=== prio_mem_arbiter ===
--- src/rtl/prio_mem_arbiter.sv ---
// N-to-1 memory request arbiter (fixed-priority with starvation promotion, or round-robin)
// with grant locking and in-order response routing through an ID FIFO.
package prio_mem_arbiter_pkg;
  typedef struct packed {
    logic [31:0] addr;
    logic [31:0] wdata;
    logic        we;
  } mreq_t;

  typedef struct packed {
    logic [31:0] rdata;
  } mtrans_t;
endpackage

module prio_mem_arbiter
  import prio_mem_arbiter_pkg::*;
#(
  parameter int unsigned CNT          = 2,
  parameter int unsigned QUEUE_DEPTH  = 2,
  parameter int unsigned PRIO_MODE    = 0,
  parameter int unsigned STARVE_LIMIT = 4
) (
  input  logic              clk,
  input  logic              rst,
  input  logic [CNT-1:0]    master_req_valid,
  output logic [CNT-1:0]    master_req_ready,
  input  mreq_t [CNT-1:0]   master_req_data,
  output logic [CNT-1:0]    master_resp_valid,
  input  logic [CNT-1:0]    master_resp_ready,
  output mtrans_t [CNT-1:0] master_resp_data,
  output logic              slave_req_valid,
  input  logic              slave_req_ready,
  output mreq_t             slave_req_data,
  input  logic              slave_resp_valid,
  output logic              slave_resp_ready,
  input  mtrans_t           slave_resp_data
);
  localparam int unsigned IW = (CNT > 1) ? $clog2(CNT) : 1;
  localparam int unsigned PW = (QUEUE_DEPTH > 1) ? $clog2(QUEUE_DEPTH) : 1;
  localparam int unsigned CW = $clog2(QUEUE_DEPTH + 1);
  localparam int unsigned SW = (STARVE_LIMIT > 0) ? $clog2(STARVE_LIMIT + 1) : 1;

  logic [IW-1:0] id_mem_q [QUEUE_DEPTH];
  logic [IW-1:0] id_mem_d [QUEUE_DEPTH];
  logic [PW-1:0] wr_ptr_q, wr_ptr_d, rd_ptr_q, rd_ptr_d;
  logic [CW-1:0] count_q, count_d;
  logic [IW-1:0] rr_ptr_q, rr_ptr_d;
  logic          lock_q, lock_d;
  logic [IW-1:0] lock_idx_q, lock_idx_d;
  logic [SW-1:0] starve_q [CNT];
  logic [SW-1:0] starve_d [CNT];

  logic          arb_found;
  logic [IW-1:0] arb_idx;
  int unsigned   rr_j;
  logic [IW-1:0] gnt_idx;
  logic          gnt_valid;
  logic          fifo_ne;
  logic [IW-1:0] head;
  logic          resp_hs, req_hs, can_issue;

  // Arbitration: starving masters first in fixed mode, else lowest index; RR scans from pointer
  always_comb begin
    arb_found = 1'b0;
    arb_idx   = '0;
    rr_j      = 0;
    if (PRIO_MODE == 0) begin
      if (STARVE_LIMIT > 0) begin
        for (int unsigned i = 0; i < CNT; i++) begin
          if (!arb_found && master_req_valid[i] && starve_q[i] == SW'(STARVE_LIMIT)) begin
            arb_found = 1'b1;
            arb_idx   = IW'(i);
          end
        end
      end
      for (int unsigned i = 0; i < CNT; i++) begin
        if (!arb_found && master_req_valid[i]) begin
          arb_found = 1'b1;
          arb_idx   = IW'(i);
        end
      end
    end else begin
      for (int unsigned k = 0; k < CNT; k++) begin
        rr_j = (32'(rr_ptr_q) + k) % CNT;
        if (!arb_found && master_req_valid[IW'(rr_j)]) begin
          arb_found = 1'b1;
          arb_idx   = IW'(rr_j);
        end
      end
    end
  end

  // Pass-through datapath; everything is forced quiet while reset is asserted
  always_comb begin
    gnt_idx           = lock_q ? lock_idx_q : arb_idx;
    gnt_valid         = lock_q ? master_req_valid[lock_idx_q] : arb_found;
    fifo_ne           = (count_q != '0);
    head              = id_mem_q[rd_ptr_q];
    slave_resp_ready  = !rst && fifo_ne && master_resp_ready[head];
    resp_hs           = slave_resp_ready && slave_resp_valid;
    can_issue         = (count_q < CW'(QUEUE_DEPTH)) || resp_hs;
    slave_req_valid   = !rst && gnt_valid && can_issue;
    slave_req_data    = master_req_data[gnt_idx];
    req_hs            = slave_req_valid && slave_req_ready;
    master_req_ready  = '0;
    master_resp_valid = '0;
    if (slave_req_valid && slave_req_ready) master_req_ready[gnt_idx] = 1'b1;
    if (!rst && fifo_ne && slave_resp_valid) master_resp_valid[head] = 1'b1;
    for (int unsigned i = 0; i < CNT; i++) master_resp_data[i] = slave_resp_data;
  end

  // Next-state: ID FIFO, lock, RR pointer and starvation counters
  always_comb begin
    id_mem_d   = id_mem_q;
    wr_ptr_d   = wr_ptr_q;
    rd_ptr_d   = rd_ptr_q;
    count_d    = count_q;
    rr_ptr_d   = rr_ptr_q;
    lock_d     = lock_q;
    lock_idx_d = lock_idx_q;
    starve_d   = starve_q;
    if (req_hs) begin
      id_mem_d[wr_ptr_q] = gnt_idx;
      wr_ptr_d = (wr_ptr_q == PW'(QUEUE_DEPTH - 1)) ? '0 : wr_ptr_q + 1'b1;
      rr_ptr_d = (gnt_idx == IW'(CNT - 1)) ? '0 : gnt_idx + 1'b1;
      lock_d   = 1'b0;
      if (PRIO_MODE == 0 && STARVE_LIMIT > 0) begin
        for (int unsigned i = 0; i < CNT; i++) begin
          if (IW'(i) == gnt_idx) starve_d[i] = '0;
          else if (master_req_valid[i] && starve_q[i] != SW'(STARVE_LIMIT))
            starve_d[i] = starve_q[i] + 1'b1;
        end
      end
    end else if (slave_req_valid) begin
      lock_d     = 1'b1;
      lock_idx_d = gnt_idx;
    end
    if (resp_hs) rd_ptr_d = (rd_ptr_q == PW'(QUEUE_DEPTH - 1)) ? '0 : rd_ptr_q + 1'b1;
    case ({req_hs, resp_hs})
      2'b10:   count_d = count_q + 1'b1;
      2'b01:   count_d = count_q - 1'b1;
      default: count_d = count_q;
    endcase
  end

  always_ff @(posedge clk or posedge rst) begin
    if (rst) begin
      for (int unsigned i = 0; i < QUEUE_DEPTH; i++) id_mem_q[i] <= '0;
      for (int unsigned i = 0; i < CNT; i++) starve_q[i] <= '0;
      wr_ptr_q   <= '0;
      rd_ptr_q   <= '0;
      count_q    <= '0;
      rr_ptr_q   <= '0;
      lock_q     <= 1'b0;
      lock_idx_q <= '0;
    end else begin
      id_mem_q   <= id_mem_d;
      starve_q   <= starve_d;
      wr_ptr_q   <= wr_ptr_d;
      rd_ptr_q   <= rd_ptr_d;
      count_q    <= count_d;
      rr_ptr_q   <= rr_ptr_d;
      lock_q     <= lock_d;
      lock_idx_q <= lock_idx_d;
    end
  end

  // A response with nothing outstanding has no owner
  a_resp_has_owner: assert property (@(posedge clk) disable iff (rst) slave_resp_valid |-> fifo_ne);

endmodule
--- config.mk ---
export PLATFORM = sky130hd
export DESIGN_NAME = prio_mem_arbiter
export DESIGN_NICKNAME = d
export VERILOG_FILES = /design/src/rtl/prio_mem_arbiter.sv
export SDC_FILE = /design/constraint.sdc
export NUM_CORES = 1
export LEC_CHECK = 0
export CORE_AREA = 10 10 109 111
export DETAILED_ROUTE_END_ITERATION = 7
export DIE_AREA = 0 0 119 121
export GPL_TIMING_DRIVEN = 1
export PLACE_DENSITY_LB_ADDON = 0.1
export SYNTH_ARGS = -nofsm -noshare
export SYNTH_HDL_FRONTEND = slang
export SYNTH_SLANG_ARGS = --single-unit
--- constraint.sdc ---
create_clock -name clk -period 6.4 [get_ports clk]
set_input_delay 0.96 -clock clk [delete_from_list [all_inputs] [get_ports clk]]
set_output_delay 0.96 -clock clk [all_outputs]
set_load 0.01 [all_outputs]
=== alarm_sequencer ===
--- src/rtl/alarm_sequencer.sv ---
// Alarm arm/disarm sequencer with a shared prescaler/tick-counter timebase
// for the exit delay, entry delay and siren period.
module alarm_sequencer #(
    parameter int unsigned TICK_DIV    = 16,
    parameter int unsigned EXIT_TICKS  = 10,
    parameter int unsigned ENTRY_TICKS = 8,
    parameter int unsigned SIREN_TICKS = 12
) (
    input  logic       clk,
    input  logic       reset_n,
    input  logic       arm,
    input  logic       disarm,
    input  logic       door,
    input  logic       motion,
    output logic [2:0] state,
    output logic       armed,
    output logic       siren,
    output logic       beep,
    output logic       alarm_mem
);

    typedef enum logic [2:0] {
        StDisarmed = 3'd0,
        StExit     = 3'd1,
        StArmed    = 3'd2,
        StEntry    = 3'd3,
        StAlarm    = 3'd4
    } state_e;

    localparam logic [7:0] TickLast  = 8'(TICK_DIV - 1);
    localparam logic [7:0] ExitLast  = 8'(EXIT_TICKS - 1);
    localparam logic [7:0] EntryLast = 8'(ENTRY_TICKS - 1);
    localparam logic [7:0] SirenLast = 8'(SIREN_TICKS - 1);

    state_e     state_q, state_d;
    logic [7:0] presc_q, presc_d;
    logic [7:0] cnt_q, cnt_d;
    logic       armed_q, armed_d;
    logic       siren_q, siren_d;
    logic       beep_q, beep_d;
    logic       alarm_mem_q, alarm_mem_d;
    logic       tick;
    logic       changed;

    always_comb begin
        state_d     = state_q;
        presc_d     = presc_q;
        cnt_d       = cnt_q;
        alarm_mem_d = alarm_mem_q;
        tick        = (presc_q == TickLast);

        case (state_q)
            StDisarmed: if (arm) state_d = StExit;
            StExit:     if (tick && cnt_q == ExitLast) state_d = StArmed;
            StArmed: begin
                if (motion)    state_d = StAlarm;
                else if (door) state_d = StEntry;
            end
            StEntry:    if (tick && cnt_q == EntryLast) state_d = StAlarm;
            StAlarm:    if (tick && cnt_q == SirenLast) state_d = StArmed;
            default:    state_d = StDisarmed;
        endcase
        // Disarm overrides everything, including a same-edge timeout or arm.
        if (disarm) state_d = StDisarmed;

        changed = (state_d != state_q);

        // Every state change restarts the timebase from zero.
        if (changed) begin
            presc_d = 8'd0;
            cnt_d   = 8'd0;
        end else if (tick) begin
            presc_d = 8'd0;
            cnt_d   = cnt_q + 8'd1;
        end else begin
            presc_d = presc_q + 8'd1;
        end

        beep_d = !changed && tick &&
                 ((state_q == StExit  && cnt_q < ExitLast) ||
                  (state_q == StEntry && cnt_q < EntryLast));

        if (state_q == StDisarmed && state_d == StExit) alarm_mem_d = 1'b0;
        if (state_q != StAlarm && state_d == StAlarm)   alarm_mem_d = 1'b1;

        armed_d = (state_d == StArmed) || (state_d == StEntry) || (state_d == StAlarm);
        siren_d = (state_d == StAlarm);
    end

    always_ff @(posedge clk or negedge reset_n) begin
        if (!reset_n) begin
            state_q     <= StDisarmed;
            presc_q     <= 8'd0;
            cnt_q       <= 8'd0;
            armed_q     <= 1'b0;
            siren_q     <= 1'b0;
            beep_q      <= 1'b0;
            alarm_mem_q <= 1'b0;
        end else begin
            state_q     <= state_d;
            presc_q     <= presc_d;
            cnt_q       <= cnt_d;
            armed_q     <= armed_d;
            siren_q     <= siren_d;
            beep_q      <= beep_d;
            alarm_mem_q <= alarm_mem_d;
        end
    end

    assign state     = state_q;
    assign armed     = armed_q;
    assign siren     = siren_q;
    assign beep      = beep_q;
    assign alarm_mem = alarm_mem_q;

endmodule

--- config.mk ---
export PLATFORM = sky130hd
export DESIGN_NAME = alarm_sequencer
export DESIGN_NICKNAME = d
export VERILOG_FILES = /design/src/rtl/alarm_sequencer.sv
export SDC_FILE = /design/constraint.sdc
export NUM_CORES = 1
export LEC_CHECK = 0
export CORE_MARGIN = 1.5
export CORE_UTILIZATION = 55
export CTS_BUF_LIST = sky130_fd_sc_hd__clkbuf_4
export CTS_CLUSTER_DIAMETER = 30
export DETAILED_ROUTE_END_ITERATION = 12
export PLACE_DENSITY = 0.88
export SLEW_MARGIN = 30
export SYNTH_ARGS = -nofsm -noshare
export SYNTH_HDL_FRONTEND = slang
export SYNTH_SLANG_ARGS = --single-unit
--- constraint.sdc ---
create_clock -name clk -period 4.65 [get_ports clk]
set_input_delay 1.395 -clock clk [delete_from_list [all_inputs] [get_ports clk]]
set_output_delay 1.395 -clock clk [all_outputs]
set_load 0.005 [all_outputs]

==> notes/layouts.md <==
Pictures saved along the way, in no particular order.

The metal 2 layer.
picture 1
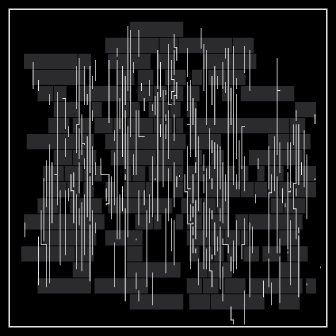
picture 2
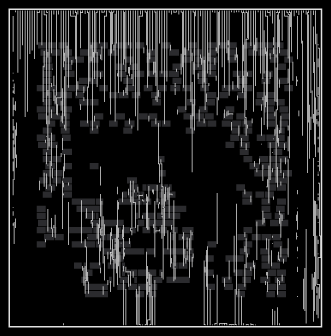
Picture 1 comes from alarm_sequencer.
Picture 2 comes from prio_mem_arbiter.

Figure 1. M3 wires (prio_mem_arbiter).
Scale bar: 20 um.
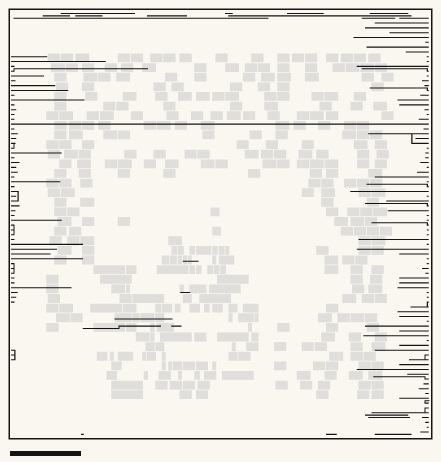
wire length on this layer	1,300 um
share of all routed wire	12%
longest straight run	118 um
via count: 2,068
grt met3 use: 0.0768
total routed wirelength: 10,800 um

==> results.sh, prio_mem_arbiter <==
# source this file to load flow results
export IMPL_final_common_cell="clkdlybuf4s50_1"
export IMPL_fin_cells=494
export IMPL_status="finished clean"
export IMPL_finalInstanceArea_mm2=0.00385
export IMPL_top_layer="met4"
export IMPL_nFillCells=1002
export IMPL_h_tree_depth=1
export IMPL_top_area_cell="mux2_2"
export IMPL_skew_ps=1.61
export IMPL_synth_distinct_cells=34
export IMPL_top_register="starve_q"
export IMPL_clock_latency_ps=240
export IMPL_grt_max_degree=31
export IMPL_endpoint="slave_req_data[51]"
export IMPL_p_int_w=0.000770
export IMPL_top_cells_by_area="mux2_2, buf_4, dfrtp_1"
export IMPL_tns_ps=0
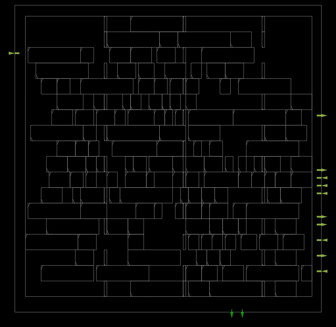
Figure 2: alarm_sequencer, cell placement.
Finished Layout Cells: 177
tap cells: 30

==> results.sh, alarm_sequencer <==
# source this file to load flow results
export IMPL_status="finished clean"
export IMPL_mi_logic_area_um2=774
export IMPL_p_clk_w=0.0000998
export IMPL_drive_gt1_frac=0.184
export IMPL_holdWs_ps=476
export IMPL_cp_end_kind="register"
export IMPL_rsz0062_at_grt="false"
export IMPL_tightest_slew_ps=823
export IMPL_busiest_layer="met2"
export IMPL_comb_area_share=0.499
export IMPL_rrSetupSlack_ps=2170
export IMPL_flop_count=23
export IMPL_yosysWarnings=0
export IMPL_min_path_cells=1
export IMPL_p_seq_frac=0.596
export IMPL_mostFrequentLayoutCells="dfrtp_1, clkdlybuf4s50_1, nor3_2"
export IMPL_skew_ps=6.77
export IMPL_seq_power_w=0.000224
export IMPL_synth_cells=139
export IMPL_r2r_cells=5
export IMPL_adder_share=0.0355
export IMPL_row_count=18
export IMPL_ff_type="dfrtp_1"
export IMPL_synth_distinct_cells=42
export IMPL_hold_end="presc_q[0]$_DFF_PN0_"
export IMPL_fin_util=0.632
export IMPL_grt_overflow_total=0
export IMPL_drv_cap=0
export IMPL_clock_latency_ps=310


==> gallery <==
Metal 1.
Scale bar: 20 um.
(a)
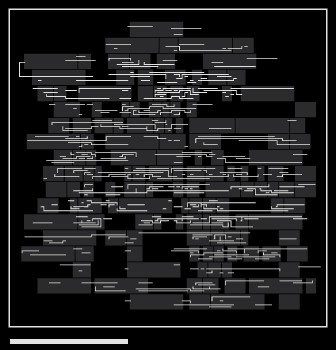
(b)
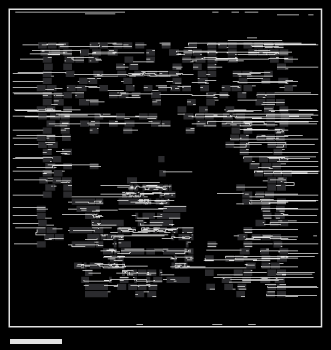
- largest die: (b)
| picture | from |
|---|---|
| (a) | alarm_sequencer |
| (b) | prio_mem_arbiter |

